=== design 1 ===
Fig. 1: design 1, cell area per tile
The die is cut into 9 by 9 equal tiles; white is low, dark blue is high, 0 to 100% covered.
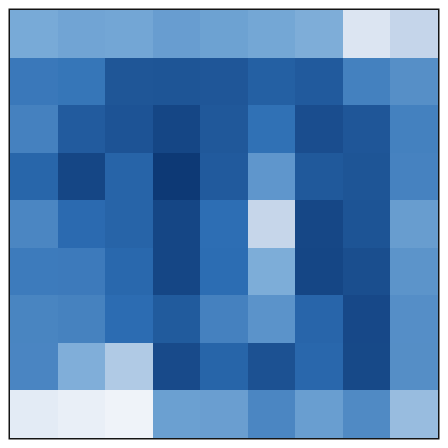

**config.mk**
```make
export PLATFORM = sky130hd
export DESIGN_NAME = mem_port_arbiter
export DESIGN_NICKNAME = d
export VERILOG_FILES = /design/src/rtl/mem_port_arbiter_pkg.sv /design/src/rtl/mem_port_arbiter_watchdog.sv /design/src/rtl/mem_port_arbiter.sv
export SDC_FILE = /design/constraint.sdc
export NUM_CORES = 1
export LEC_CHECK = 0
export CAP_MARGIN = 20
export CORE_UTILIZATION = 45
export DETAILED_ROUTE_END_ITERATION = 12
export PLACE_DENSITY = 0.85
export SETUP_SLACK_MARGIN = 0.05
export SYNTH_ARGS = -nofsm -noshare
export SYNTH_HDL_FRONTEND = slang
export SYNTH_HIERARCHICAL = 1
export SYNTH_SLANG_ARGS = --single-unit
```
**constraint.sdc**
```tcl
create_clock -name clka -period 3.8 [get_ports clka]
set_clock_uncertainty 0.2 [all_clocks]
set_input_delay 0.76 -clock clka [delete_from_list [all_inputs] [get_ports clka]]
set_output_delay 0.76 -clock clka [all_outputs]
set_load 0.02 [all_outputs]
```
**src/rtl/mem_port_arbiter_pkg.sv**
```systemverilog
// Shared types for the port-A memory arbiter: default widths, FSM states, master id.
package mem_port_arbiter_pkg;

  localparam int DATA_W       = 18;
  localparam int ADDR_W       = 14;
  localparam int MAX_LOCK_DEF = 64;

  typedef enum logic [1:0] {
    IDLE = 2'd0,
    OWN0 = 2'd1,
    OWN1 = 2'd2
  } arb_state_e;

  typedef logic mst_id_t;

  function automatic arb_state_e own_state(input mst_id_t id);
    return id ? OWN1 : OWN0;
  endfunction

endpackage

```
**src/rtl/mem_port_arbiter_watchdog.sv**
```systemverilog
// Lock watchdog: counts cycles of held ownership and forces release at MAX_LOCK.
module mem_lock_watchdog
  import mem_port_arbiter_pkg::*;
#(
  parameter int MAX_LOCK = MAX_LOCK_DEF
) (
  input  logic       clka,
  input  logic       rst,
  input  logic       owned,
  input  logic       unlock,
  input  mst_id_t    owner,
  output logic       expire,
  output logic [1:0] evicted
);

  localparam int CW = (MAX_LOCK > 2) ? $clog2(MAX_LOCK) : 1;

  logic [CW-1:0] cnt_q, cnt_d;
  logic [1:0]    evicted_q, evicted_d;

  // A voluntary release on the last allowed cycle is not an eviction.
  always_comb begin
    expire    = owned && !unlock && (cnt_q == CW'(MAX_LOCK - 1));
    cnt_d     = (owned && !unlock && !expire) ? cnt_q + 1'b1 : '0;
    evicted_d = '0;
    if (expire) evicted_d[owner] = 1'b1;
  end

  always_ff @(posedge clka) begin
    if (rst) begin
      cnt_q     <= '0;
      evicted_q <= '0;
    end else begin
      cnt_q     <= cnt_d;
      evicted_q <= evicted_d;
    end
  end

  assign evicted = evicted_q;

endmodule

```
**src/rtl/mem_port_arbiter.sv**
```systemverilog
// Two-master arbiter for memory port A with lock/watchdog and one-cycle read return.
// MEM_ARB_ROUNDROBIN_EN selects round-robin conflict resolution; otherwise master 0 wins.
module mem_port_arbiter
  import mem_port_arbiter_pkg::*;
#(
  parameter int DATA     = DATA_W,
  parameter int ADDR     = ADDR_W,
  parameter int MAX_LOCK = MAX_LOCK_DEF
) (
  input  logic            clka,
  input  logic            rst,
  input  logic            m0_req,
  input  logic            m0_we,
  input  logic            m0_lock,
  input  logic [ADDR-1:0] m0_addr,
  input  logic [DATA-1:0] m0_wdata,
  output logic            m0_gnt,
  output logic            m0_rvalid,
  output logic [DATA-1:0] m0_rdata,
  output logic            m0_evicted,
  input  logic            m1_req,
  input  logic            m1_we,
  input  logic            m1_lock,
  input  logic [ADDR-1:0] m1_addr,
  input  logic [DATA-1:0] m1_wdata,
  output logic            m1_gnt,
  output logic            m1_rvalid,
  output logic [DATA-1:0] m1_rdata,
  output logic            m1_evicted,
  output logic            mem_we,
  output logic [ADDR-1:0] mem_addr,
  output logic [DATA-1:0] mem_din,
  input  logic [DATA-1:0] mem_dout
);

  logic [1:0]           req, we, lock, gnt, rv, evicted_q;
  logic [1:0][ADDR-1:0] addr;
  logic [1:0][DATA-1:0] wdata;
  logic                 any_gnt, owned, unlock, expire;
  mst_id_t              win, owner;

  arb_state_e           state_q, state_d;
  logic [ADDR-1:0]      addr_q, addr_d;
  logic [DATA-1:0]      din_q, din_d;
  logic                 rd_vld_q, rd_vld_d;
  mst_id_t              rd_id_q, rd_id_d;
  logic [1:0][DATA-1:0] rdata_q, rdata_d;
`ifdef MEM_ARB_ROUNDROBIN_EN
  mst_id_t              last_q, last_d;
`endif

  assign req   = {m1_req, m0_req};
  assign we    = {m1_we, m0_we};
  assign lock  = {m1_lock, m0_lock};
  assign addr  = {m1_addr, m0_addr};
  assign wdata = {m1_wdata, m0_wdata};

  always_comb begin
    owned  = (state_q != IDLE);
    owner  = mst_id_t'(state_q == OWN1);
    unlock = !lock[owner];
  end

  // The master that was not just evicted gets first claim on the post-eviction cycle.
  always_comb begin
    win = 1'b0;
    gnt = '0;
    case (state_q)
      IDLE: begin
        if (evicted_q[0] && req[1])      win = 1'b1;
        else if (evicted_q[1] && req[0]) win = 1'b0;
`ifdef MEM_ARB_ROUNDROBIN_EN
        else if (&req)                   win = ~last_q;
`else
        else if (&req)                   win = 1'b0;
`endif
        else                             win = ~req[0];
        gnt[win] = |req;
      end
      default: begin
        win      = owner;
        gnt[win] = req[win];
      end
    endcase
    if (rst) gnt = '0;
    any_gnt = |gnt;
  end

  always_comb begin
    state_d = state_q;
    case (state_q)
      IDLE:       if (any_gnt && lock[win]) state_d = own_state(win);
      OWN0, OWN1: if (unlock || expire)     state_d = IDLE;
      default:                              state_d = IDLE;
    endcase
  end

  always_comb begin
    addr_d   = any_gnt ? addr[win]  : addr_q;
    din_d    = any_gnt ? wdata[win] : din_q;
    rd_vld_d = any_gnt && !we[win];
    rd_id_d  = win;
    rv[0]    = rd_vld_q && !rd_id_q && !rst;
    rv[1]    = rd_vld_q &&  rd_id_q && !rst;
    rdata_d  = rdata_q;
    for (int n = 0; n < 2; n++)
      if (rv[n]) rdata_d[n] = mem_dout;
`ifdef MEM_ARB_ROUNDROBIN_EN
    last_d   = any_gnt ? win : last_q;
`endif
  end

  always_ff @(posedge clka) begin
    if (rst) begin
      state_q  <= IDLE;
      addr_q   <= '0;
      din_q    <= '0;
      rd_vld_q <= 1'b0;
      rd_id_q  <= 1'b0;
      rdata_q  <= '0;
`ifdef MEM_ARB_ROUNDROBIN_EN
      last_q   <= 1'b1;
`endif
    end else begin
      state_q  <= state_d;
      addr_q   <= addr_d;
      din_q    <= din_d;
      rd_vld_q <= rd_vld_d;
      rd_id_q  <= rd_id_d;
      rdata_q  <= rdata_d;
`ifdef MEM_ARB_ROUNDROBIN_EN
      last_q   <= last_d;
`endif
    end
  end

  mem_lock_watchdog #(.MAX_LOCK(MAX_LOCK)) u_wdog (
    .clka    (clka),
    .rst     (rst),
    .owned   (owned),
    .unlock  (unlock),
    .owner   (owner),
    .expire  (expire),
    .evicted (evicted_q)
  );

  assign m0_gnt     = gnt[0];
  assign m1_gnt     = gnt[1];
  assign m0_rvalid  = rv[0];
  assign m1_rvalid  = rv[1];
  assign m0_rdata   = rdata_d[0];
  assign m1_rdata   = rdata_d[1];
  assign m0_evicted = evicted_q[0] && !rst;
  assign m1_evicted = evicted_q[1] && !rst;
  assign mem_we     = any_gnt && we[win];
  assign mem_addr   = addr_d;
  assign mem_din    = din_d;

endmodule
```
=== design 2 ===
File: src/rtl/fifo_sync_flags.sv
// Synchronous circular-buffer FIFO with full/almost-full/count flags and one-cycle error pulses.
// Define FIFO_FWFT_EN for first-word fall-through reads; default is a registered read with latency 1.
module fifo_sync_flags #(
    parameter int pckg_sz = 32,
    parameter int depth   = 16,
    parameter int af_thr  = depth - 2
) (
    input  logic                       clk,
    input  logic                       rst,
    input  logic                       push,
    input  logic                       pop,
    input  logic [pckg_sz-1:0]         D_push,
    output logic [pckg_sz-1:0]         D_pop,
    output logic                       pndng,
    output logic                       full,
    output logic                       almost_full,
    output logic [$clog2(depth+1)-1:0] count,
    output logic                       overflow,
    output logic                       underflow
);

    localparam int CW = $clog2(depth + 1);
    localparam int PW = (depth > 1) ? $clog2(depth) : 1;

    localparam logic [CW-1:0] DEPTH_C  = CW'(depth);
    localparam logic [CW-1:0] AF_C     = CW'(af_thr);
    localparam logic [PW-1:0] PTR_LAST = PW'(depth - 1);

    logic [pckg_sz-1:0] r_mem [depth];

    logic [PW-1:0] r_wr_ptr;
    logic [PW-1:0] r_rd_ptr;
    logic [CW-1:0] r_count;
    logic          r_pndng;
    logic          r_full;
    logic          r_almost_full;
    logic          r_overflow;
    logic          r_underflow;

    logic          w_push_ok;
    logic          w_pop_ok;
    logic [PW-1:0] w_wr_ptr_nxt;
    logic [PW-1:0] w_rd_ptr_nxt;
    logic [CW-1:0] w_count_nxt;

    // A pop in the same cycle frees the slot, so a push at full is still accepted.
    always_comb begin
        w_push_ok    = push & (~r_full | pop);
        w_pop_ok     = pop & r_pndng;
        w_wr_ptr_nxt = (r_wr_ptr == PTR_LAST) ? '0 : r_wr_ptr + PW'(1);
        w_rd_ptr_nxt = (r_rd_ptr == PTR_LAST) ? '0 : r_rd_ptr + PW'(1);
        w_count_nxt  = r_count;
        case ({w_push_ok, w_pop_ok})
            2'b10:   w_count_nxt = r_count + CW'(1);
            2'b01:   w_count_nxt = r_count - CW'(1);
            default: w_count_nxt = r_count;
        endcase
    end

    always_ff @(posedge clk) begin
        if (rst) begin
            r_wr_ptr      <= '0;
            r_rd_ptr      <= '0;
            r_count       <= '0;
            r_pndng       <= 1'b0;
            r_full        <= 1'b0;
            r_almost_full <= 1'b0;
            r_overflow    <= 1'b0;
            r_underflow   <= 1'b0;
        end else begin
            if (w_push_ok) begin
                r_wr_ptr <= w_wr_ptr_nxt;
            end
            if (w_pop_ok) begin
                r_rd_ptr <= w_rd_ptr_nxt;
            end
            r_count       <= w_count_nxt;
            r_pndng       <= (w_count_nxt != '0);
            r_full        <= (w_count_nxt == DEPTH_C);
            r_almost_full <= (w_count_nxt >= AF_C);
            r_overflow    <= push & r_full & ~pop;
            r_underflow   <= pop & ~r_pndng;
        end
    end

    // Storage is deliberately left uncleared by reset.
    always_ff @(posedge clk) begin
        if (!rst && w_push_ok) begin
            r_mem[r_wr_ptr] <= D_push;
        end
    end

`ifdef FIFO_FWFT_EN
    assign D_pop = r_pndng ? r_mem[r_rd_ptr] : '0;
`else
    logic [pckg_sz-1:0] r_dout;

    always_ff @(posedge clk) begin
        if (rst) begin
            r_dout <= '0;
        end else if (w_pop_ok) begin
            r_dout <= r_mem[r_rd_ptr];
        end
    end

    assign D_pop = r_dout;
`endif

    assign pndng       = r_pndng;
    assign full        = r_full;
    assign almost_full = r_almost_full;
    assign count       = r_count;
    assign overflow    = r_overflow;
    assign underflow   = r_underflow;

endmodule

File: config.mk
export PLATFORM = sky130hd
export DESIGN_NAME = fifo_sync_flags
export DESIGN_NICKNAME = d
export VERILOG_FILES = /design/src/rtl/fifo_sync_flags.sv
export SDC_FILE = /design/constraint.sdc
export NUM_CORES = 1
export LEC_CHECK = 0
export ABC_AREA = 1
export CAP_MARGIN = 30
export CORE_UTILIZATION = 40
export DETAILED_ROUTE_END_ITERATION = 7
export HOLD_SLACK_MARGIN = 0.05
export MAX_ROUTING_LAYER = met4
export PLACE_DENSITY = 0.67
export SLEW_MARGIN = 25
export SYNTH_ARGS = -nofsm -noshare
export SYNTH_HDL_FRONTEND = slang
export SYNTH_SLANG_ARGS = --single-unit
File: constraint.sdc
create_clock -name clk -period 3.6 [get_ports clk]
set_input_delay 0.36 -clock clk [delete_from_list [all_inputs] [get_ports clk]]
set_output_delay 0.36 -clock clk [all_outputs]
set_load 0.01 [all_outputs]
Fig. 2: design 2, placement view
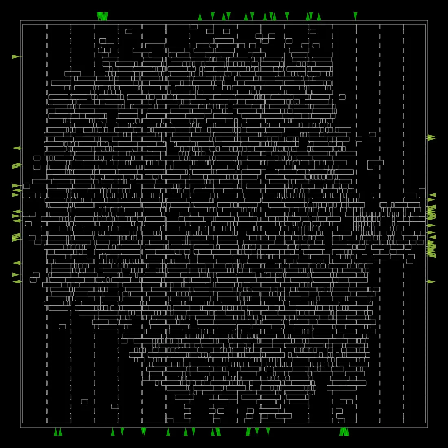
Row Count: 85
core region area: 54000 µm²

==> flow_summary.rst, design 2 <==
Synthesis and place-and-route
=============================

.. list-table::
   :header-rows: 1

   * - Metric
     - Value
   * - Number of iterations in the first detailed-routing pass
     - 5
   * - Multi-input combinational cell area
     - roughly 5000 µm²
   * - Proportion of synthesized chip area in sequential cells
     - 0.746
   * - Data arrival time of the critical path
     - 2.93 ns
   * - Number of antenna-violating nets in the routed design
     - 0
   * - Global-route wire length before repair
     - 79.7 mm
   * - Timing-limited maximum frequency
     - 420 MHz
   * - Via count
     - 14000
   * - Final-layout clock buffer total
     - 82
   * - Clock power frac
     - 0.379
   * - Global-route track usage on met1
     - 0.261
   * - Final hold violation count
     - 0
   * - Largest net degree at the start of global routing
     - 121
   * - Combinational gate count
     - 1045
   * - Number of warnings issued by yosys
     - 0
   * - Global routing usage summed across all routing layers
     - 0.191
   * - Total power after layout
     - roughly 0.016 W
   * - Most frequent logic cells in the routed design
     - sky130_fd_sc_hd__edfxtp_1 (512), sky130_fd_sc_hd__nor2_1 (269), sky130_fd_sc_hd__o21ai_0 (213)
   * - Worst Path Buf+Inv
     - 2
   * - Clk power
     - 0.00594 W
   * - Number of flip-flops under the largest register name
     - 512
   * - Cell Area, Synth
     - 22000 µm²
   * - Fraction of power consumed by combinational cells
     - 0.149
   * - Flop+latch power
     - 0.00738 W
   * - Reg-to-reg critical path startpoint
     - pndng
   * - Bufs w/o clock
     - around 120
   * - Iteration-0 DRC count of the detailed router
     - 1500
   * - Yosys-reported design area after synthesis
     - 22000 µm²
   * - Fraction of synthesis flops using an asynchronous set or reset pin
     - 0
   * - R2R Setup Slk
     - 1.22 ns
   * - Drt drc
     - 0
   * - Most common cell after layout, fill and taps aside
     - sky130_fd_sc_hd__edfxtp_1
   * - Area taken by flip-flops and latches
     - roughly 16000 µm²
   * - Slew at the pin closest to its max-slew limit
     - 0.946 ns
   * - Delay-heaviest family, CP
     - simple AND/OR/NAND/NOR gates
   * - Port bufs
     - slightly below 80
   * - Post-route cell area
     - 25500 µm²
   * - Antenna cell count
     - 0
   * - Most common cell in the netlist
     - sky130_fd_sc_hd__edfxtp_1
   * - Sum of routed wire length over all layers
     - 52.0 mm
   * - Vias in the first global route
     - 13300
   * - Largest area contributor in the synthesized netlist
     - sky130_fd_sc_hd__edfxtp_1
   * - Chip Width
     - 236 µm
   * - Result of the run
     - finished, final reports clean
   * - Non-clock inverter count in the final layout
     - 27
==> design 2: cell families after synthesis <==
group,Yosys count,synth area share
and+or+nand+nor,635,0.117
DFF,562,0.746
AOI/OAI and AO/OA,399,0.100
buffers and inverters,139,0.0312
adders and majority gates,8,0.00456
xor gates and xnor gates,3,0.00120
==> design 2: layer usage <==
metal	routed length (µm)	part of all wire	vias up
li1	-	-	6470
met5	0	0	-
met4	1270	0.024	0
met3	3340	0.064	92
met2	24600	0.47	519
met1	22700	0.44	6953
Fig. 3: design 1, register map, names as in the netlist
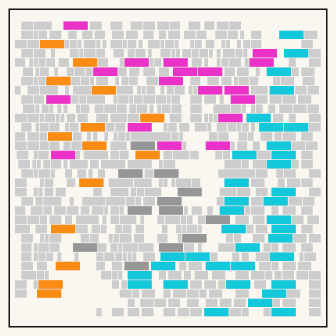
orange -> addr_q  # sequential cells 14
cyan -> rdata_q  # sequential cells 36
magenta -> din_q  # sequential cells 18
not coloured = 12

About Fig. 1:
mean over tiles = 68%
fullest tile = 97%
emptiest ninth of the die = south-west
tiles over 75% full = 46%

==> flow_summary.rst, design 1 <==
Synthesis and place-and-route
=============================

.. list-table::
   :header-rows: 1

   * - Metric
     - Value
   * - IO Pins
     - roughly 170
   * - Antenna cell count
     - 0
   * - Insertion Delay late pin
     - between 0.3 and 0.4 ns
   * - Clock transition at path regs
     - 0.07 ns
   * - Total power divided by cell area
     - around 390 nW/µm²
   * - Cells on worst reg2reg path
     - 8
   * - Delay-heaviest family, CP
     - buffers and inverters
   * - Clock tree root buffer cell
     - sky130_fd_sc_hd__clkbuf_8
   * - Timing-limited maximum frequency
     - 278 MHz
   * - Global-route wire length before repair
     - 16.9 mm
   * - Clock tree from TritonCTS
     - done
   * - Setup TNS Final
     - 0 ns
   * - Result of the run
     - finished, final reports clean
   * - Proportion of total power due to net switching
     - 0.311
   * - Number of nets produced by synthesis
     - 501
   * - Most frequent logic cells in the routed design
     - sky130_fd_sc_hd__clkdlybuf4s50_1 (130), sky130_fd_sc_hd__dfxtp_1 (80), sky130_fd_sc_hd__nand2_1 (69)
   * - Layout overhead on the synthesized area
     - 60.8%
   * - Endpoint of the worst register-to-register path
     - addr_q[4]
   * - Global-route track usage on met1
     - 0.283
   * - Largest area contributor in the synthesized netlist
     - sky130_fd_sc_hd__dfxtp_1
   * - Sum of routed wire length over all layers
     - 10.6 mm
   * - Number of OpenROAD warnings
     - 27
   * - Total power after layout
     - 0.00235 W
   * - Max incr delay on CP
     - 0.56 ns
   * - Crit path depth
     - 7
   * - Worst Path Buf+Inv
     - 4
   * - Worst setup path endpoint
     - mem_din[14]
   * - Area share of the largest cell type after synthesis
     - 0.430
   * - Final Hold Slack
     - 0.259 ns
   * - Core region area
     - 7850 µm²
[design 1: registers in the layout, summed over array words and instances (netlist names)]
register	count
rdata_q	36
u_wdog/evicted	2
din_q	18
state_q	2
rd_id_q	1
rd_vld_q	1
u_wdog/cnt_q	6
addr_q	14
[design 1: area by class of cell]
type,count,area (µm²)
inverter,6,22.5
clock inverter,5,55.1
clock buffer,11,151
timing repair buffer,217,2070
multi-input combinational,293,1970
sequential,80,1600
fill,558,1850
tap,102,128
[design 1: layer usage]
metal  routed length, µm  up-vias
li1                    -     1842
met1                4330     1774
met2                5320      158
met3                 740       22
met4                 221        0
met5                   0        -

=== design 3 ===
Fig. 4: design 3, register map, names as in the netlist
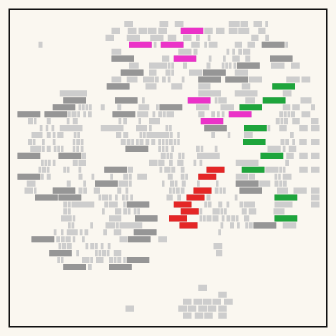

[src/rtl/lcd_char_render_pkg.sv]
// Shared definitions for the LCD character renderer: FSM encoding, font cell
// dimensions, RGB565 colour constants and cell-size helpers.
package lcd_char_render_pkg;

  typedef enum logic [2:0] {
    ST_IDLE,
    ST_GAP,
    ST_FETCH,
    ST_DRAW,
    ST_DONE
  } state_t;

  localparam int FONT_W_BIG   = 8;
  localparam int FONT_H_BIG   = 16;
  localparam int FONT_W_SMALL = 6;
  localparam int FONT_H_SMALL = 12;

  localparam logic [15:0] RGB565_BLACK = 16'h0000;
  localparam logic [15:0] RGB565_WHITE = 16'hFFFF;

  function automatic logic [2:0] last_col(input logic big);
    return big ? 3'(FONT_W_BIG - 1) : 3'(FONT_W_SMALL - 1);
  endfunction

  function automatic logic [3:0] last_row(input logic big);
    return big ? 4'(FONT_H_BIG - 1) : 4'(FONT_H_SMALL - 1);
  endfunction

endpackage

[src/rtl/lcd_char_render_font_rom.sv]
// Glyph ROM, one registered read per cycle: address {size, ascii, row}, 8-bit row data.
// Small glyphs are MSB-aligned; glyphs without a drawn shape render as a hollow box.
module char_font_rom
  import lcd_char_render_pkg::*;
(
  input  logic        sys_clk,
  input  logic [11:0] addr,
  output logic [7:0]  data
);

  logic       big;
  logic [6:0] ascii;
  logic [3:0] row;
  logic [7:0] glyph;

  assign {big, ascii, row} = addr;

  always_comb begin
    glyph = 8'h00;
    if (ascii == 7'd88) begin
      if (big) begin
        case (row)
          4'd6, 4'd14:         glyph = 8'hE7;
          4'd7, 4'd13:         glyph = 8'h42;
          4'd8, 4'd12:         glyph = 8'h24;
          4'd9, 4'd10, 4'd11:  glyph = 8'h18;
          default:             glyph = 8'h00;
        endcase
      end else begin
        case (row)
          4'd4, 4'd9:  glyph = 8'hD8;
          4'd5, 4'd8:  glyph = 8'h50;
          4'd6, 4'd7:  glyph = 8'h20;
          default:     glyph = 8'h00;
        endcase
      end
    end else if (big) begin
      glyph = (row == 4'd0 || row == 4'(FONT_H_BIG - 1)) ? 8'hFF : 8'h81;
    end else begin
      glyph = (row == 4'd0 || row == 4'(FONT_H_SMALL - 1)) ? 8'hFC : 8'h84;
    end
  end

  always_ff @(posedge sys_clk) begin
    data <= glyph;
  end

endmodule

[src/rtl/lcd_char_render.sv]
// Renders CHAR_TOTAL font cells per refresh as a valid/ready pixel stream;
// first pixel GAP_CYCLES+2 cycles after the flag, pixels held stable while stalled.
module lcd_char_render
  import lcd_char_render_pkg::*;
#(
  parameter logic [15:0] FG_COLOR   = RGB565_BLACK,
  parameter logic [15:0] BG_COLOR   = RGB565_WHITE,
  parameter int          CHAR_TOTAL = 67,
  parameter int          GAP_CYCLES = 3
) (
  input  logic        sys_clk,
  input  logic        sys_rst_n,
  input  logic        show_char_flag,
  input  logic [6:0]  ascii_num,
  input  logic [8:0]  start_x,
  input  logic [8:0]  start_y,
  input  logic        en_size,
  output logic        show_char_done,
  output logic        pix_valid,
  input  logic        pix_ready,
  output logic [8:0]  pix_x,
  output logic [8:0]  pix_y,
  output logic [15:0] pix_color,
  output logic        busy
);

  state_t      state;
  logic [7:0]  gap_cnt;
  logic [6:0]  char_cnt;
  logic [6:0]  char_cnt_nxt;
  logic [3:0]  row;
  logic [2:0]  col;
  logic [6:0]  ascii_q;
  logic [8:0]  x_q;
  logic [8:0]  y_q;
  logic        size_q;
  logic [11:0] rom_addr;
  logic [7:0]  rom_row;

  assign rom_addr = {size_q, ascii_q, row};

  char_font_rom u_font_rom (
    .sys_clk (sys_clk),
    .addr    (rom_addr),
    .data    (rom_row)
  );

  // rom_row and col only change on an accepted pixel, so these stay put under a stall.
  assign char_cnt_nxt = char_cnt + 7'd1;
  assign pix_x        = x_q + {6'd0, col};
  assign pix_y        = y_q + {5'd0, row};
  assign pix_color    = (pix_valid && rom_row[3'd7 - col]) ? FG_COLOR : BG_COLOR;

  always_ff @(posedge sys_clk or negedge sys_rst_n) begin
    if (!sys_rst_n) begin
      state          <= ST_IDLE;
      gap_cnt        <= 8'd0;
      char_cnt       <= 7'd0;
      row            <= 4'd0;
      col            <= 3'd0;
      ascii_q        <= 7'd0;
      x_q            <= 9'd0;
      y_q            <= 9'd0;
      size_q         <= 1'b0;
      pix_valid      <= 1'b0;
      show_char_done <= 1'b0;
      busy           <= 1'b0;
    end else begin
      show_char_done <= 1'b0;
      case (state)
        ST_IDLE: begin
          if (show_char_flag) begin
            char_cnt <= 7'd0;
            gap_cnt  <= 8'd0;
            busy     <= 1'b1;
            state    <= ST_GAP;
          end
        end
        ST_GAP: begin
          if (gap_cnt == 8'(GAP_CYCLES - 1)) begin
            ascii_q <= ascii_num;
            x_q     <= start_x;
            y_q     <= start_y;
            size_q  <= en_size;
            row     <= 4'd0;
            col     <= 3'd0;
            state   <= ST_FETCH;
          end else begin
            gap_cnt <= gap_cnt + 8'd1;
          end
        end
        ST_FETCH: begin
          pix_valid <= 1'b1;
          state     <= ST_DRAW;
        end
        ST_DRAW: begin
          if (pix_valid && pix_ready) begin
            if (col == last_col(size_q)) begin
              col       <= 3'd0;
              pix_valid <= 1'b0;
              if (row == last_row(size_q)) begin
                show_char_done <= 1'b1;
                state          <= ST_DONE;
              end else begin
                row   <= row + 4'd1;
                state <= ST_FETCH;
              end
            end else begin
              col <= col + 3'd1;
            end
          end
        end
        ST_DONE: begin
          char_cnt <= char_cnt_nxt;
          gap_cnt  <= 8'd0;
          if (char_cnt_nxt == 7'(CHAR_TOTAL)) begin
            busy  <= 1'b0;
            state <= ST_IDLE;
          end else begin
            state <= ST_GAP;
          end
        end
        default: begin
          pix_valid <= 1'b0;
          busy      <= 1'b0;
          state     <= ST_IDLE;
        end
      endcase
    end
  end

endmodule

[config.mk]
export PLATFORM = sky130hd
export DESIGN_NAME = lcd_char_render
export DESIGN_NICKNAME = d
export VERILOG_FILES = /design/src/rtl/lcd_char_render_pkg.sv /design/src/rtl/lcd_char_render_font_rom.sv /design/src/rtl/lcd_char_render.sv
export SDC_FILE = /design/constraint.sdc
export NUM_CORES = 1
export LEC_CHECK = 0
export ABC_AREA = 1
export CORE_MARGIN = 2
export CORE_UTILIZATION = 25
export DETAILED_ROUTE_END_ITERATION = 16
export PLACE_DENSITY_LB_ADDON = 0.2
export SETUP_SLACK_MARGIN = 0.02
export SYNTH_ARGS = -nofsm -noshare
export SYNTH_HDL_FRONTEND = slang
export SYNTH_SLANG_ARGS = --single-unit
export TNS_END_PERCENT = 10
[constraint.sdc]
create_clock -name sys_clk -period 3.5 [get_ports sys_clk]
set_clock_uncertainty 0.2 [all_clocks]
set_input_delay 0.7 -clock sys_clk [delete_from_list [all_inputs] [get_ports sys_clk]]
set_output_delay 0.7 -clock sys_clk [all_outputs]
set_load 0.03 [all_outputs]
=== design 4 ===
==> config.mk <==
export PLATFORM = sky130hd
export DESIGN_NAME = mips_regfile_rd
export DESIGN_NICKNAME = d
export VERILOG_FILES = /design/src/rtl/mips_regfile_rd.sv
export SDC_FILE = /design/constraint.sdc
export NUM_CORES = 2
export LEC_CHECK = 0
export CELL_PAD_IN_SITES_DETAIL_PLACEMENT = 0
export CELL_PAD_IN_SITES_GLOBAL_PLACEMENT = 1
export CORE_MARGIN = 2
export CORE_UTILIZATION = 30
export CTS_BUF_LIST = sky130_fd_sc_hd__clkbuf_4 sky130_fd_sc_hd__clkbuf_8
export CTS_CLUSTER_DIAMETER = 60
export DETAILED_ROUTE_END_ITERATION = 12
export GPL_ROUTABILITY_DRIVEN = 0
export PLACE_DENSITY_LB_ADDON = 0.1
export SKIP_CTS_REPAIR_TIMING = 1
export SLEW_MARGIN = 15
export SYNTH_ARGS = -nofsm -noshare
export SYNTH_HDL_FRONTEND = slang
export SYNTH_SLANG_ARGS = --single-unit
==> constraint.sdc <==
create_clock -name clk -period 3.22 [get_ports clk]
set_input_delay 0.322 -clock clk [delete_from_list [all_inputs] [get_ports clk]]
set_output_delay 0.322 -clock clk [all_outputs]
set_load 0.05 [all_outputs]
==> src/rtl/mips_regfile_rd.sv <==
// mips_regfile_rd: 32-entry MIPS register file with one write port and a registered dual read port
// Ports:
//   clk, rst_n         clock, asynchronous active-low reset
//   we, waddr, wdata   write request; writes to index 0 are discarded
//   re, raddr_a/_b     read request, sampled on the rising edge
//   rdata_a/_b, rvalid registered operands, valid for the cycle after a request
// Optional feature: define REGFILE_BYPASS_EN to forward same-cycle write data to a colliding read.
// Without it, a colliding read returns the pre-write contents.
module mips_regfile_rd #(
  parameter int WIDTH = 32
) (
  input  logic             clk,
  input  logic             rst_n,
  input  logic             we,
  input  logic [4:0]       waddr,
  input  logic [WIDTH-1:0] wdata,
  input  logic             re,
  input  logic [4:0]       raddr_a,
  input  logic [4:0]       raddr_b,
  output logic [WIDTH-1:0] rdata_a,
  output logic [WIDTH-1:0] rdata_b,
  output logic             rvalid
);
  logic [WIDTH-1:0] regs [32];
  logic [31:0]      load;
  logic [WIDTH-1:0] val_a, val_b;
  // one-hot load enables; bit 0 masked so $zero never loads
  always_comb load = we ? (32'd1 << waddr) & 32'hFFFF_FFFE : '0;
  always_ff @(posedge clk or negedge rst_n)
    if (!rst_n) regs <= '{default: '0};
    else for (int k = 1; k < 32; k++) if (load[k]) regs[k] <= wdata;
`ifdef REGFILE_BYPASS_EN
  always_comb begin
    val_a = (raddr_a == 5'd0) ? '0 : (we && waddr == raddr_a) ? wdata : regs[raddr_a];
    val_b = (raddr_b == 5'd0) ? '0 : (we && waddr == raddr_b) ? wdata : regs[raddr_b];
  end
`else
  // regs[0] is never loaded, so index 0 reads as zero without a special case
  always_comb begin
    val_a = regs[raddr_a];
    val_b = regs[raddr_b];
  end
`endif
  always_ff @(posedge clk or negedge rst_n)
    if (!rst_n) begin
      rdata_a <= '0;
      rdata_b <= '0;
      rvalid  <= 1'b0;
    end else begin
      rvalid <= re;
      if (re) begin
        rdata_a <= val_a;
        rdata_b <= val_b;
      end
    end
endmodule

=== design 5 ===
$ cat src/rtl/operand_feeder.sv
// operand_feeder: buffers one MATRIX_SIZE x MATRIX_SIZE operand matrix column
// by column, then replays the columns into the input skew stage of a systolic
// array, followed by MATRIX_SIZE-1 zero columns that drain the deepest skew row.
//
// Ports:
//   clk, reset          single clock, synchronous active-high reset
//   in_valid/in_ready   column-beat handshake (ready only while loading)
//   in_data[i]          row i element of the incoming column
//   stall               downstream hold for streaming/flushing
//   data_out[i]         lane i drives row i of the skew stage (zero when idle)
//   enable_out          skew-stage shift enable; data_out valid when high
//   busy                high while a loaded matrix is being streamed out
//   done                one-cycle pulse after the last flush beat

// Per-row storage: one element per column slot, read gated to zero.
module operand_feeder_lane #(
  parameter int MATRIX_SIZE = 2,
  parameter int DATA_SIZE   = 32,
  parameter int IW          = 1
) (
  input  logic                 clk,
  input  logic                 wr_en,
  input  logic [IW-1:0]        wr_idx,
  input  logic [DATA_SIZE-1:0] wr_data,
  input  logic                 rd_en,
  input  logic [IW-1:0]        rd_idx,
  output logic [DATA_SIZE-1:0] data_out
);
  // No reset: stale contents are never read before the next full load.
  logic [DATA_SIZE-1:0] mem [MATRIX_SIZE];

  always_ff @(posedge clk) begin
    if (wr_en) mem[wr_idx] <= wr_data;
  end

  assign data_out = rd_en ? mem[rd_idx] : '0;
endmodule

module operand_feeder #(
  parameter int MATRIX_SIZE = 2,
  parameter int DATA_SIZE   = 32
) (
  input  logic                 clk,
  input  logic                 reset,
  input  logic                 in_valid,
  output logic                 in_ready,
  input  logic [DATA_SIZE-1:0] in_data [MATRIX_SIZE],
  input  logic                 stall,
  output logic [DATA_SIZE-1:0] data_out [MATRIX_SIZE],
  output logic                 enable_out,
  output logic                 busy,
  output logic                 done
);
  localparam int CW = ($clog2(MATRIX_SIZE + 1) > 1) ? $clog2(MATRIX_SIZE + 1) : 1;
  localparam int IW = (MATRIX_SIZE > 1) ? $clog2(MATRIX_SIZE) : 1;

  localparam logic [CW-1:0] LAST       = CW'(MATRIX_SIZE - 1);
  localparam logic [CW-1:0] FLUSH_LAST = (MATRIX_SIZE > 1) ? CW'(MATRIX_SIZE - 2) : '0;

  localparam logic [1:0] S_LOAD   = 2'd0;
  localparam logic [1:0] S_STREAM = 2'd1;
  localparam logic [1:0] S_FLUSH  = 2'd2;
  localparam logic [1:0] S_DONE   = 2'd3;

  logic [1:0]    state;
  logic [CW-1:0] load_cnt;
  logic [CW-1:0] stream_cnt;   // reused as the flush beat counter
  logic          accept;
  logic          rd_en;

  assign in_ready   = (state == S_LOAD);
  assign accept     = in_valid && in_ready;
  assign enable_out = ((state == S_STREAM) || (state == S_FLUSH)) && !stall;
  assign busy       = (state != S_LOAD);
  assign done       = (state == S_DONE);
  // Flush beats read nothing, so the lanes output zeros then.
  assign rd_en      = (state == S_STREAM) && !stall;

  for (genvar i = 0; i < MATRIX_SIZE; i++) begin : g_lane
    operand_feeder_lane #(
      .MATRIX_SIZE(MATRIX_SIZE),
      .DATA_SIZE  (DATA_SIZE),
      .IW         (IW)
    ) u_lane (
      .clk     (clk),
      .wr_en   (accept && !reset),
      .wr_idx  (load_cnt[IW-1:0]),
      .wr_data (in_data[i]),
      .rd_en   (rd_en),
      .rd_idx  (stream_cnt[IW-1:0]),
      .data_out(data_out[i])
    );
  end

  always_ff @(posedge clk) begin
    if (reset) begin
      state      <= S_LOAD;
      load_cnt   <= '0;
      stream_cnt <= '0;
    end else begin
      case (state)
        S_LOAD: begin
          if (accept) begin
            if (load_cnt == LAST) begin
              load_cnt <= '0;
              state    <= S_STREAM;
            end else begin
              load_cnt <= load_cnt + CW'(1);
            end
          end
        end
        S_STREAM: begin
          if (enable_out) begin
            if (stream_cnt == LAST) begin
              stream_cnt <= '0;
              // A single row has no skew to drain.
              state      <= (MATRIX_SIZE == 1) ? S_DONE : S_FLUSH;
            end else begin
              stream_cnt <= stream_cnt + CW'(1);
            end
          end
        end
        S_FLUSH: begin
          if (enable_out) begin
            if (stream_cnt == FLUSH_LAST) begin
              stream_cnt <= '0;
              state      <= S_DONE;
            end else begin
              stream_cnt <= stream_cnt + CW'(1);
            end
          end
        end
        default: begin
          state      <= S_LOAD;
          load_cnt   <= '0;
          stream_cnt <= '0;
        end
      endcase
    end
  end
endmodule

$ cat config.mk
export PLATFORM = sky130hd
export DESIGN_NAME = operand_feeder
export DESIGN_NICKNAME = d
export VERILOG_FILES = /design/src/rtl/operand_feeder.sv
export SDC_FILE = /design/constraint.sdc
export NUM_CORES = 1
export LEC_CHECK = 0
export ABC_AREA = 1
export CAP_MARGIN = 25
export CORE_ASPECT_RATIO = 0.5
export CORE_MARGIN = 10
export CORE_UTILIZATION = 40
export CTS_CLUSTER_DIAMETER = 80
export CTS_CLUSTER_SIZE = 10
export DETAILED_ROUTE_END_ITERATION = 10
export PLACE_DENSITY = 0.65
export SLEW_MARGIN = 30
export SYNTH_ARGS = -nofsm -noshare
export SYNTH_HDL_FRONTEND = slang
export SYNTH_HIERARCHICAL = 1
export SYNTH_SLANG_ARGS = --single-unit
$ cat constraint.sdc
create_clock -name clk -period 6.6 [get_ports clk]
set_input_delay 0.99 -clock clk [delete_from_list [all_inputs] [get_ports clk]]
set_output_delay 0.99 -clock clk [all_outputs]
set_load 0.01 [all_outputs]
=== design 6 ===
File: src/rtl/serial_adder_pkg.sv
// Shared definitions for the digit-serial adder: state encoding, default sizes
// and a ceil-log2 helper used to size the step counter.
package serial_adder_pkg;

   typedef logic [1:0] state_t;

   localparam state_t IDLE = 2'd0;
   localparam state_t RUN  = 2'd1;
   localparam state_t DONE = 2'd2;

   localparam int DEF_WIDTH = 8;
   localparam int DEF_DIGIT = 2;

   // Ceiling log2, never less than 1 so a single-step build still has a counter bit.
   function automatic int clog2(input int value);
      int r;
      r = 0;
      while ((1 << r) < value) r++;
      return (r < 1) ? 1 : r;
   endfunction

endpackage

File: src/rtl/serial_adder_add_slice.sv
// add_slice: combinational DIGIT-bit ripple adder built from chained full-adder cells.
module add_slice #(
   parameter int DIGIT = 2
) (
   input  logic [DIGIT-1:0] x,
   input  logic [DIGIT-1:0] y,
   input  logic             ci,
   output logic [DIGIT-1:0] s,
   output logic             co
);

   logic c;

   // NOTE: every output of a combinational block gets a value before the loop,
   // otherwise a path that skips an assignment infers a latch.
   always_comb begin
      c = ci;
      s = '0;
      for (int i = 0; i < DIGIT; i++) begin
         s[i] = x[i] ^ y[i] ^ c;
         c    = (x[i] & y[i]) | (c & (x[i] ^ y[i]));
      end
      co = c;
   end

endmodule

File: src/rtl/serial_adder.sv
// serial_adder: adds a + b + cin DIGIT bits per clock, LSB first, with a start/busy/done
// handshake. Define SERIAL_ADDER_SUB_EN to add a 'sub' port computing a - b - cin.
module serial_adder
   import serial_adder_pkg::*;
#(
   parameter int WIDTH = DEF_WIDTH,
   parameter int DIGIT = DEF_DIGIT
) (
   input  logic             clk,
   input  logic             rst,
   input  logic             start,
   input  logic [WIDTH-1:0] a,
   input  logic [WIDTH-1:0] b,
   input  logic             cin,
`ifdef SERIAL_ADDER_SUB_EN
   input  logic             sub,
`endif
   output logic             busy,
   output logic             done,
   output logic [WIDTH-1:0] sum,
   output logic             cout
);

   localparam int STEPS = WIDTH / DIGIT;
   localparam int CW    = clog2(STEPS);

   state_t           state;
   logic [CW-1:0]    cnt;
   logic [WIDTH-1:0] wa, wb, acc, acc_next;
   logic             carry;
   logic [DIGIT-1:0] slice_s;
   logic             slice_co;
   logic [WIDTH-1:0] b_load;
   logic             cin_load;
   logic             last_step;

`ifdef SERIAL_ADDER_SUB_EN
   // Subtraction as a + ~b + ~cin; a final carry of 1 means no borrow.
   assign b_load   = sub ? ~b : b;
   assign cin_load = cin ^ sub;
`else
   assign b_load   = b;
   assign cin_load = cin;
`endif

   add_slice #(.DIGIT(DIGIT)) u_slice (
      .x  (wa[DIGIT-1:0]),
      .y  (wb[DIGIT-1:0]),
      .ci (carry),
      .s  (slice_s),
      .co (slice_co)
   );

   // New sum digits enter at the MSB end so the result is aligned after STEPS shifts.
   assign acc_next  = WIDTH'({slice_s, acc} >> DIGIT);
   assign last_step = (cnt == CW'(STEPS - 1));

   assign busy = (state == RUN);
   assign done = (state == DONE);

   // NOTE: state registers use non-blocking assignments so every flop samples
   // pre-edge values regardless of statement order.
   always_ff @(posedge clk or posedge rst) begin
      if (rst) begin
         state <= IDLE;
         cnt   <= '0;
         wa    <= '0;
         wb    <= '0;
         acc   <= '0;
         carry <= 1'b0;
         sum   <= '0;
         cout  <= 1'b0;
      end else begin
         case (state)
            IDLE, DONE: begin
               if (start) begin
                  wa    <= a;
                  wb    <= b_load;
                  carry <= cin_load;
                  cnt   <= '0;
                  acc   <= '0;
                  state <= RUN;
               end else begin
                  state <= IDLE;
               end
            end
            RUN: begin
               wa    <= wa >> DIGIT;
               wb    <= wb >> DIGIT;
               carry <= slice_co;
               acc   <= acc_next;
               if (last_step) begin
                  sum   <= acc_next;
                  cout  <= slice_co;
                  state <= DONE;
               end else begin
                  cnt <= cnt + CW'(1);
               end
            end
            default: state <= IDLE;
         endcase
      end
   end

endmodule
File: config.mk
export PLATFORM = sky130hd
export DESIGN_NAME = serial_adder
export DESIGN_NICKNAME = d
export VERILOG_FILES = /design/src/rtl/serial_adder_pkg.sv /design/src/rtl/serial_adder_add_slice.sv /design/src/rtl/serial_adder.sv
export SDC_FILE = /design/constraint.sdc
export NUM_CORES = 1
export LEC_CHECK = 0
export CAP_MARGIN = 20
export CORE_ASPECT_RATIO = 0.8
export CORE_UTILIZATION = 50
export CTS_CLUSTER_SIZE = 10
export DETAILED_ROUTE_END_ITERATION = 16
export PLACE_DENSITY_LB_ADDON = 0.3
export SLEW_MARGIN = 20
export SYNTH_ARGS = -nofsm -noshare
export SYNTH_HDL_FRONTEND = slang
export SYNTH_SLANG_ARGS = --single-unit
export TNS_END_PERCENT = 50
File: constraint.sdc
create_clock -name clk -period 2.7 [get_ports clk]
set_clock_uncertainty 0.05 [all_clocks]
set_input_delay 0.27 -clock clk [delete_from_list [all_inputs] [get_ports clk]]
set_output_delay 0.27 -clock clk [all_outputs]
set_load 0.05 [all_outputs]
Fig. 5: design 3, M1 wires
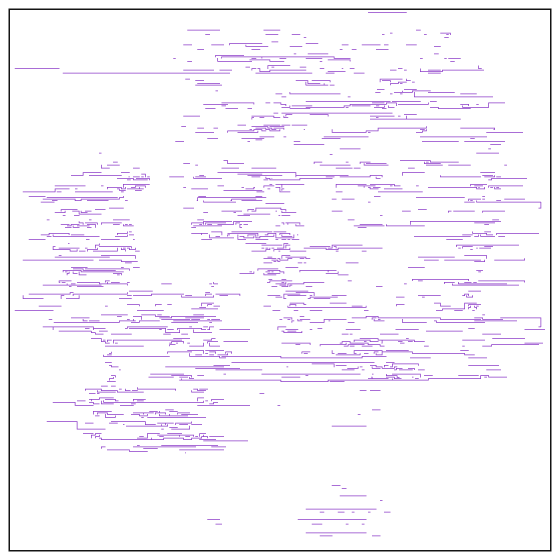
main direction = horizontal
longest straight run = 38.2 µm
wire length on this layer = 3730 µm
nets with wire on the layer = 469

## Picture notes: Fig. 4
magenta -> ascii_q  # sequential cells 7, where north
red -> u_font_rom.data  # sequential cells 8, where centre
green -> x_q  # sequential cells 9

==> flow_summary.rst, design 3 <==
Synthesis and place-and-route
=============================

.. list-table::
   :header-rows: 1

   * - Metric
     - Value
   * - Clock tree root buffer cell
     - sky130_fd_sc_hd__clkbuf_16
   * - Result of the run
     - finished, final reports clean
   * - Cell internal pwr
     - between 0.001 and 0.0015 W
   * - Via count
     - between 2000 and 3000
   * - Number of OpenROAD warnings
     - 31
   * - Post-CTS Hold Fix Bufs
     - 0
   * - Total power divided by cell area
     - 388 nW/µm²
   * - IR Drop Worst-Case VDD
     - 0.000205 V
   * - Timing-limited maximum frequency
     - slightly above 300 MHz
   * - Most common cell in the netlist
     - sky130_fd_sc_hd__nand2_1
   * - Clock power frac
     - 0.502
   * - Global-route track usage on met1
     - 0.136
   * - Most frequent logic cells in the routed design
     - sky130_fd_sc_hd__nand2_1 (76), sky130_fd_sc_hd__clkdlybuf4s50_1 (56), sky130_fd_sc_hd__dfrtp_1 (54)
   * - Sum of routed wire length over all layers
     - between 7 and 8 mm
   * - Number of iterations in the first detailed-routing pass
     - 4
   * - Clock tree cell share of total cell area
     - 0.0669
   * - Final Max Tran Viols
     - 0
   * - Vias in the first global route
     - 2745
-- design 3: what timing repair did --
action,in CTS,in global routing
endpoints found under the setup margin,6,5
gates resized,6,6
setup buffers,0,0
-- design 3: cell families (layout without fill, tap and decap cells) --
kind of cell / after synthesis / in the layout / synth area share
AND-OR/OR-AND: 64 / 64 / 0.0991
XOR/XNOR: 19 / 19 / 0.0464
adder cells (fa/ha/maj): 18 / 18 / 0.0670
buffers and inverters: 71 / 135 / 0.0963
flip-flops: 62 / 62 / 0.421
multiplexers: 18 / 18 / 0.0712
AND/OR/NAND/NOR: 163 / 163 / 0.199
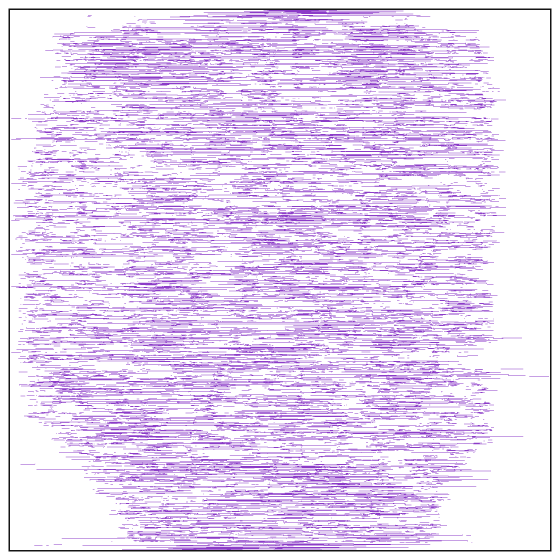
Fig. 6. M1 wires (design 4).
longest straight run = 131 µm
share of all routed wire = 46%
main direction = horizontal
nets with wire on the layer = 3852

==> flow_summary.rst, design 4 <==
Synthesis and place-and-route
=============================

.. list-table::
   :header-rows: 1

   * - Metric
     - Value
   * - Result of the run
     - finished, final reports clean
   * - Port bufs
     - 115
   * - Antenna cell count
     - 4
   * - Iteration-0 DRC count of the detailed router
     - 2427
   * - Setup TNS Final
     - 0 ns
   * - Cell internal pwr
     - 0.0286 W
   * - Most common cell in the netlist
     - sky130_fd_sc_hd__mux2_2
   * - List of cells traversed by the critical path
     - clkdlybuf4s50_1
   * - Tmin final
     - 2.82 ns
   * - Initial antenna violation count
     - 12
   * - Global-route wire length before repair
     - between 300 and 400 mm
   * - Worst Slack Setup Final
     - 0.396 ns
   * - Combinational gate count
     - 2371
   * - DR WL met3
     - 7.60 mm
   * - Leading cell types by total area after synthesis
     - sky130_fd_sc_hd__dfrtp_1 (48%), sky130_fd_sc_hd__mux2_2 (22%), sky130_fd_sc_hd__mux4_2 (14%)
   * - Flop+latch power
     - around 0.018 W
   * - Clock transition at path regs
     - 0.06 ns
   * - Fillcell total
     - around 18000
   * - Bufs w/o clock
     - 373
   * - Area taken by flip-flops and latches
     - 26500 µm²
   * - Post-synthesis mux area share
     - 0.404
   * - Largest net degree at the start of global routing
     - 105
   * - Global-route track usage on met1
     - 0.323
   * - Worst Path Buf+Inv
     - 1
   * - Psw
     - 0.0122 W
   * - Library cells used by synthesis
     - around 48
   * - Final-layout clock buffer total
     - 329
   * - Placed cell area
     - a little over 60000 µm²
   * - Global routing usage summed across all routing layers
     - 0.231
   * - Cell Area, Synth
     - 55300 µm²
   * - Startpoint class of the critical path
     - flop
   * - Wire length on met2
     - approximately 100 mm
   * - Cell depth of the worst min-delay path
     - 2
   * - Post-Synthesis Cells
     - 3833
   * - Layout Utilization
     - 0.356
   * - Final HPWL from detailed placement
     - approximately 140 mm
   * - Sum of routed wire length over all layers
     - 216 mm
   * - Total power after layout
     - 0.0409 W
   * - Final Hold Slack
     - 0.0388 ns
   * - Top cells by instance count after synthesis
     - sky130_fd_sc_hd__mux2_2 (1101), sky130_fd_sc_hd__dfrtp_1 (1057), sky130_fd_sc_hd__mux4_2 (347)
   * - Slew at the pin closest to its max-slew limit
     - 1.16 ns
   * - Dominant Register Cell
     - sky130_fd_sc_hd__dfrtp_1
   * - Layout overhead on the synthesized area
     - 18.0%
   * - Fraction of synthesis flops using an asynchronous set or reset pin
     - 1.00
==> design 4: registers in the layout (all words and copies together) (netlist names) <==
signal	count
rdata_a	32
rdata_b	32
regs	992
rvalid	1
==> design 4: worst register-to-register path, delay by kind of cell, from the launching register on <==
kind / cells / cell delay, ns
compound gates: 2 / 1.09
mux: 2 / 0.39
flops: 1 / 0.37
buf+inv: 1 / 0.24
Fig. 7: design 6, signal wires on met2
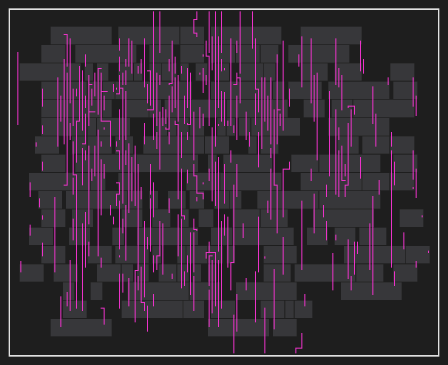
main direction = vertical
nets with wire on the layer = 165

==> flow_summary.rst, design 6 <==
Synthesis and place-and-route
=============================

.. list-table::
   :header-rows: 1

   * - Metric
     - Value
   * - Crit path depth
     - 3
   * - IO Pins
     - 31
   * - Worst Slack Setup Final
     - 0.310 ns
   * - Number of nets produced by synthesis
     - 148
   * - Yosys-reported design area after synthesis
     - 1530 µm²
   * - Largest area class, layout
     - flip-flops and latches
   * - Result of the run
     - finished, final reports clean
   * - Combinational gate count
     - 80
   * - Total power after layout
     - 0.00252 W
   * - Setup TNS Final
     - 0 ns
   * - Global-route wire length before repair
     - 5.04 mm
   * - Proportion of synthesized chip area in sequential cells
     - 0.591
   * - Clock tree cell share of total cell area
     - 0.0401
   * - Area share of the largest cell type after synthesis
     - 0.591
   * - Library cells used by synthesis
     - 28
   * - Via count
     - around 1100
   * - Number of iterations in the first detailed-routing pass
     - 4
   * - Largest area contributor in the synthesized netlist
     - sky130_fd_sc_hd__dfrtp_1
   * - XOR Share, Synth
     - 0.00574
   * - Leading cell types by total area after synthesis
     - sky130_fd_sc_hd__dfrtp_1 (59%), sky130_fd_sc_hd__mux2_2 (7.4%), sky130_fd_sc_hd__a22o_1 (5.2%)
   * - Core region area
     - 2830 µm²
   * - Yosys Instances
     - 125
   * - Main combinational cell family by area after synthesis
     - simple AND/OR/NAND/NOR gates
   * - Most heavily used metal layer in global routing
     - met2
   * - Layout overhead on the synthesized area
     - 26.7%
   * - Post-synthesis adder-cell area fraction
     - 0.0345
   * - Final-layout clock buffer total
     - 6
   * - Area share of and/or/nand/nor cells after synthesis
     - 0.126
   * - Drt drc
     - 0
   * - Placed cell area
     - approximately 1900 µm²
   * - Number of warnings issued by yosys
     - 0
   * - Global Route met3 Usage
     - 0.0603
   * - Non-clock inverter count in the final layout
     - 3
   * - Post-layout net count
     - roughly 180
   * - Most common cell after layout, fill and taps aside
     - sky130_fd_sc_hd__dfrtp_1
   * - IR Drop Worst-Case VDD
     - 0.000515 V
   * - Largest net degree at the start of global routing
     - 37
   * - Post-CTS Hold Fix Bufs
     - 0
   * - Sequential cell area share
     - 0.466
   * - Unrepaired setup endpoints after global routing
     - false
   * - List of cells traversed by the critical path
     - nand2b_2 -> inv_2 -> clkdlybuf4s50_1
   * - Delay-heaviest family, CP
     - buffers and inverters
## design 6: report_power, final
part           internal [W]  switching (W)  total, W
clock network      0.000175       0.000175  0.000350
logic              0.000528       0.000678   0.00121
registers          0.000785       0.000179  0.000964
total               0.00149        0.00103   0.00252
## design 6: logic make-up (layout without fill, tap and decap cells)
family | count (synthesis) | after routing
buffers and inverters | 9 | 43
muxes | 12 | 12
adders and majority gates | 3 | 3
xor gates and xnor gates | 1 | 1
DFF | 36 | 36
AOI/OAI and AO/OA | 25 | 25
and+or+nand+nor | 39 | 39
Fig. 8: design 5, cell area per tile
The die is cut into 19 by 11 equal tiles; white is low, dark blue is high, 0 to 100% covered.
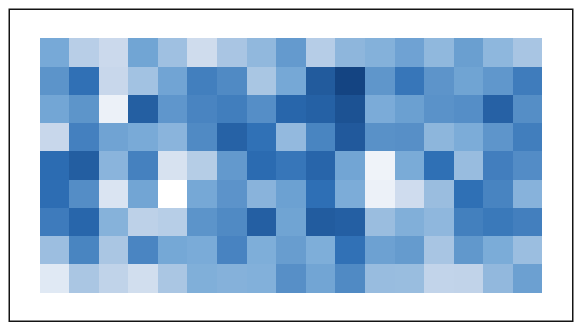
mean over tiles = 39%
densest ninth of the die = centre
nearly empty tiles = 27%

==> flow_summary.rst, design 5 <==
Synthesis and place-and-route
=============================

.. list-table::
   :header-rows: 1

   * - Metric
     - Value
   * - Data arrival time of the critical path
     - 3.30 ns
   * - Worst Slack Setup Final
     - 2.31 ns
   * - Required time of the critical path
     - 5.61 ns
   * - Global-route track usage on met1
     - 0.143
   * - Setup Skew
     - 0.0131 ns
   * - Max incr delay on CP
     - 0.57 ns
   * - Setup TNS Final
     - 0 ns
   * - Most common cell after layout, fill and taps aside
     - sky130_fd_sc_hd__nand2_1
   * - Total power divided by cell area
     - 372 nW/µm²
   * - Antenna cell count
     - 0
   * - Result of the run
     - finished, final reports clean
   * - Endpoint of the worst register-to-register path
     - g_lane[1].u_lane/mem[0][9]
   * - Fraction of synthesis flops using an asynchronous set or reset pin
     - 0
   * - Cts bufs inserted
     - 17
   * - Final Hold Slack
     - around 0.43 ns
   * - R2R Setup Slk
     - 4.25 ns
   * - Data-path buffer share of cell area in the final layout
     - 0.184
   * - Area share of and/or/nand/nor cells after synthesis
     - 0.203
   * - Well Taps
     - 192
   * - Proportion of total power due to net switching
     - 0.308
   * - Number of sinks handled by clock tree synthesis
     - 134
   * - Post-synthesis mux area share
     - 0
   * - Wire length on met2
     - between 6 and 7 mm
   * - Cell internal pwr
     - 0.00205 W
   * - List of cells traversed by the critical path
     - clkdlybuf4s50_1 -> nor2_4 -> buf_16 -> buf_4 -> nand2_1 -> nor2_1 -> clkdlybuf4s50_1
   * - Clock transition at path regs
     - roughly 0.05 ns
   * - Routed met1 length
     - approximately 5.2 mm
   * - Reg-to-reg critical path startpoint
     - state[0]
   * - Power dissipated in combinational cells
     - 0.000832 W
   * - Psw
     - 0.000912 W
   * - Clock tree root buffer cell
     - sky130_fd_sc_hd__clkbuf_16
   * - Top cells by instance count after synthesis
     - sky130_fd_sc_hd__nand2_1 (149), sky130_fd_sc_hd__nor2_1 (139), sky130_fd_sc_hd__edfxtp_1 (128)
   * - Placed Cells incl. Taps
     - 870
   * - Drt drc
     - 0
   * - Number of flip-flops under the largest register name
     - 128
   * - Number of OpenROAD warnings
     - 33
   * - Worst-case clock buffer depth
     - 2
   * - Layout Utilization
     - 0.575
   * - Worst hold start
     - load_cnt[1]
   * - Timing-limited maximum frequency
     - 233 MHz
   * - Sequential cell area share
     - 0.498
   * - Number of warnings issued by yosys
     - 6
   * - Global routing usage summed across all routing layers
     - 0.128
   * - Combinational gate count
     - 316
   * - Share of post-route cells with drive strength above 1
     - 0.0731
-- design 5: worst max-delay path by stage --
stage           from                    endpoint  slack, ns  cells past startpoint
2_1_floorplan  reset  g_lane[0].u_lane/mem[0][0]       3.45                      3
3_3_place_gp   stall                data_out[43]       2.06                      6
3_5_place_dp   stall                data_out[43]       2.00                      6
4_1_cts        stall                data_out[43]       2.00                      6
5_1_grt        stall                data_out[43]       2.16                      7
6_report       stall                data_out[43]       2.31                      7

==> notes/layouts.md <==
Pictures saved along the way, in no particular order.

Placement view.
(a)
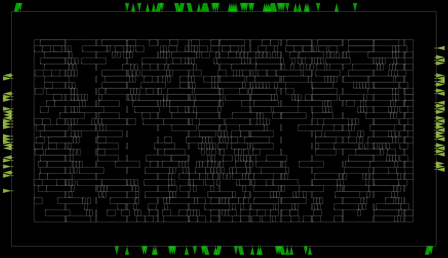
(b)
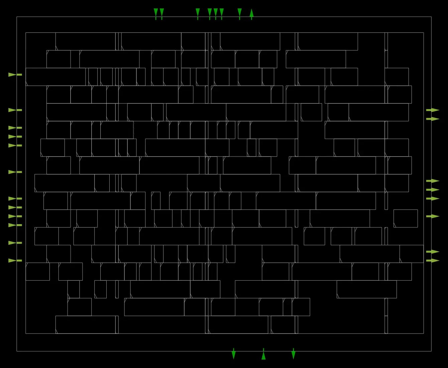
(c)
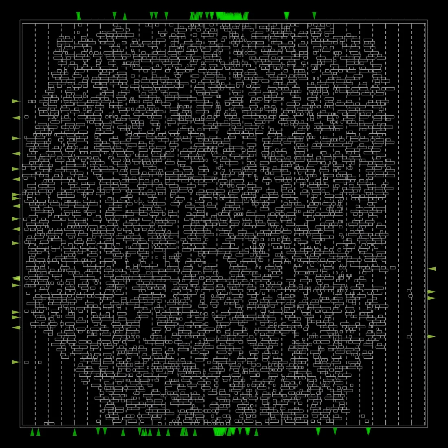
(d)
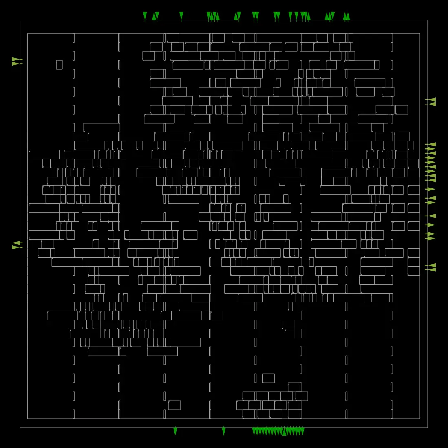
- design 5 = (a)
- design 4 = (c)
- design 6 = (b)
- design 3 = (d)
- most cells: (c)
- fewest cells: (b)



## Gallery

Cell area per tile.
picture 1
The die is cut into 6 by 5 equal tiles; white is low, dark blue is high, 0 to 100% covered.
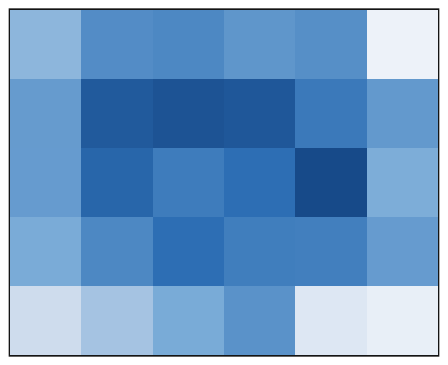
picture 2
The die is cut into 22 by 22 equal tiles; white is low, dark blue is high, 0 to 100% covered.
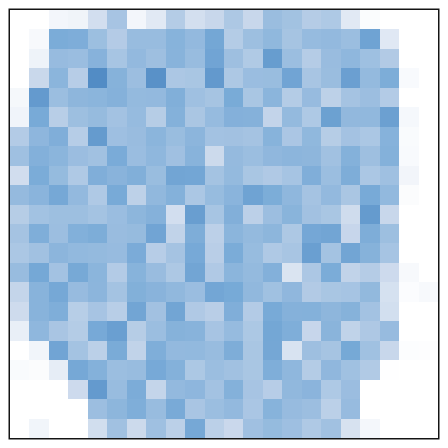
picture 3
The die is cut into 24 by 24 equal tiles; white is low, dark blue is high, 0 to 100% covered.
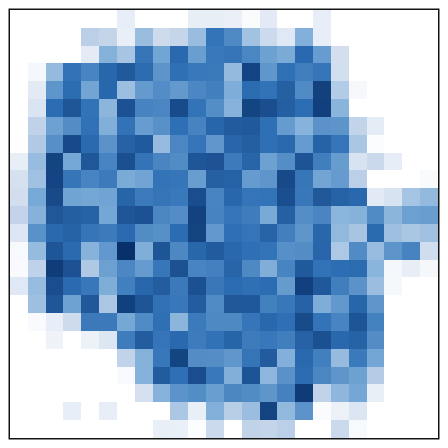
picture 4
The die is cut into 12 by 12 equal tiles; white is low, dark blue is high, 0 to 100% covered.
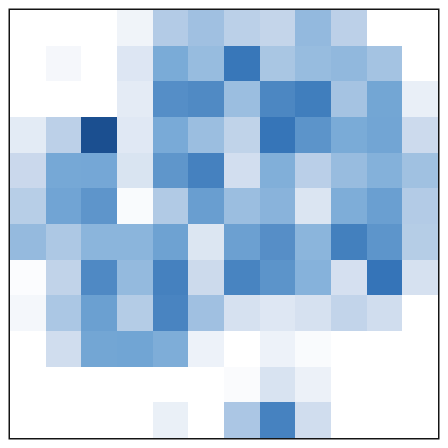
Design 6 is picture 1.
Design 4 is picture 2.
Design 2 is picture 3.
Design 3 is picture 4.

Power is estimated from default activity; no workload was simulated.
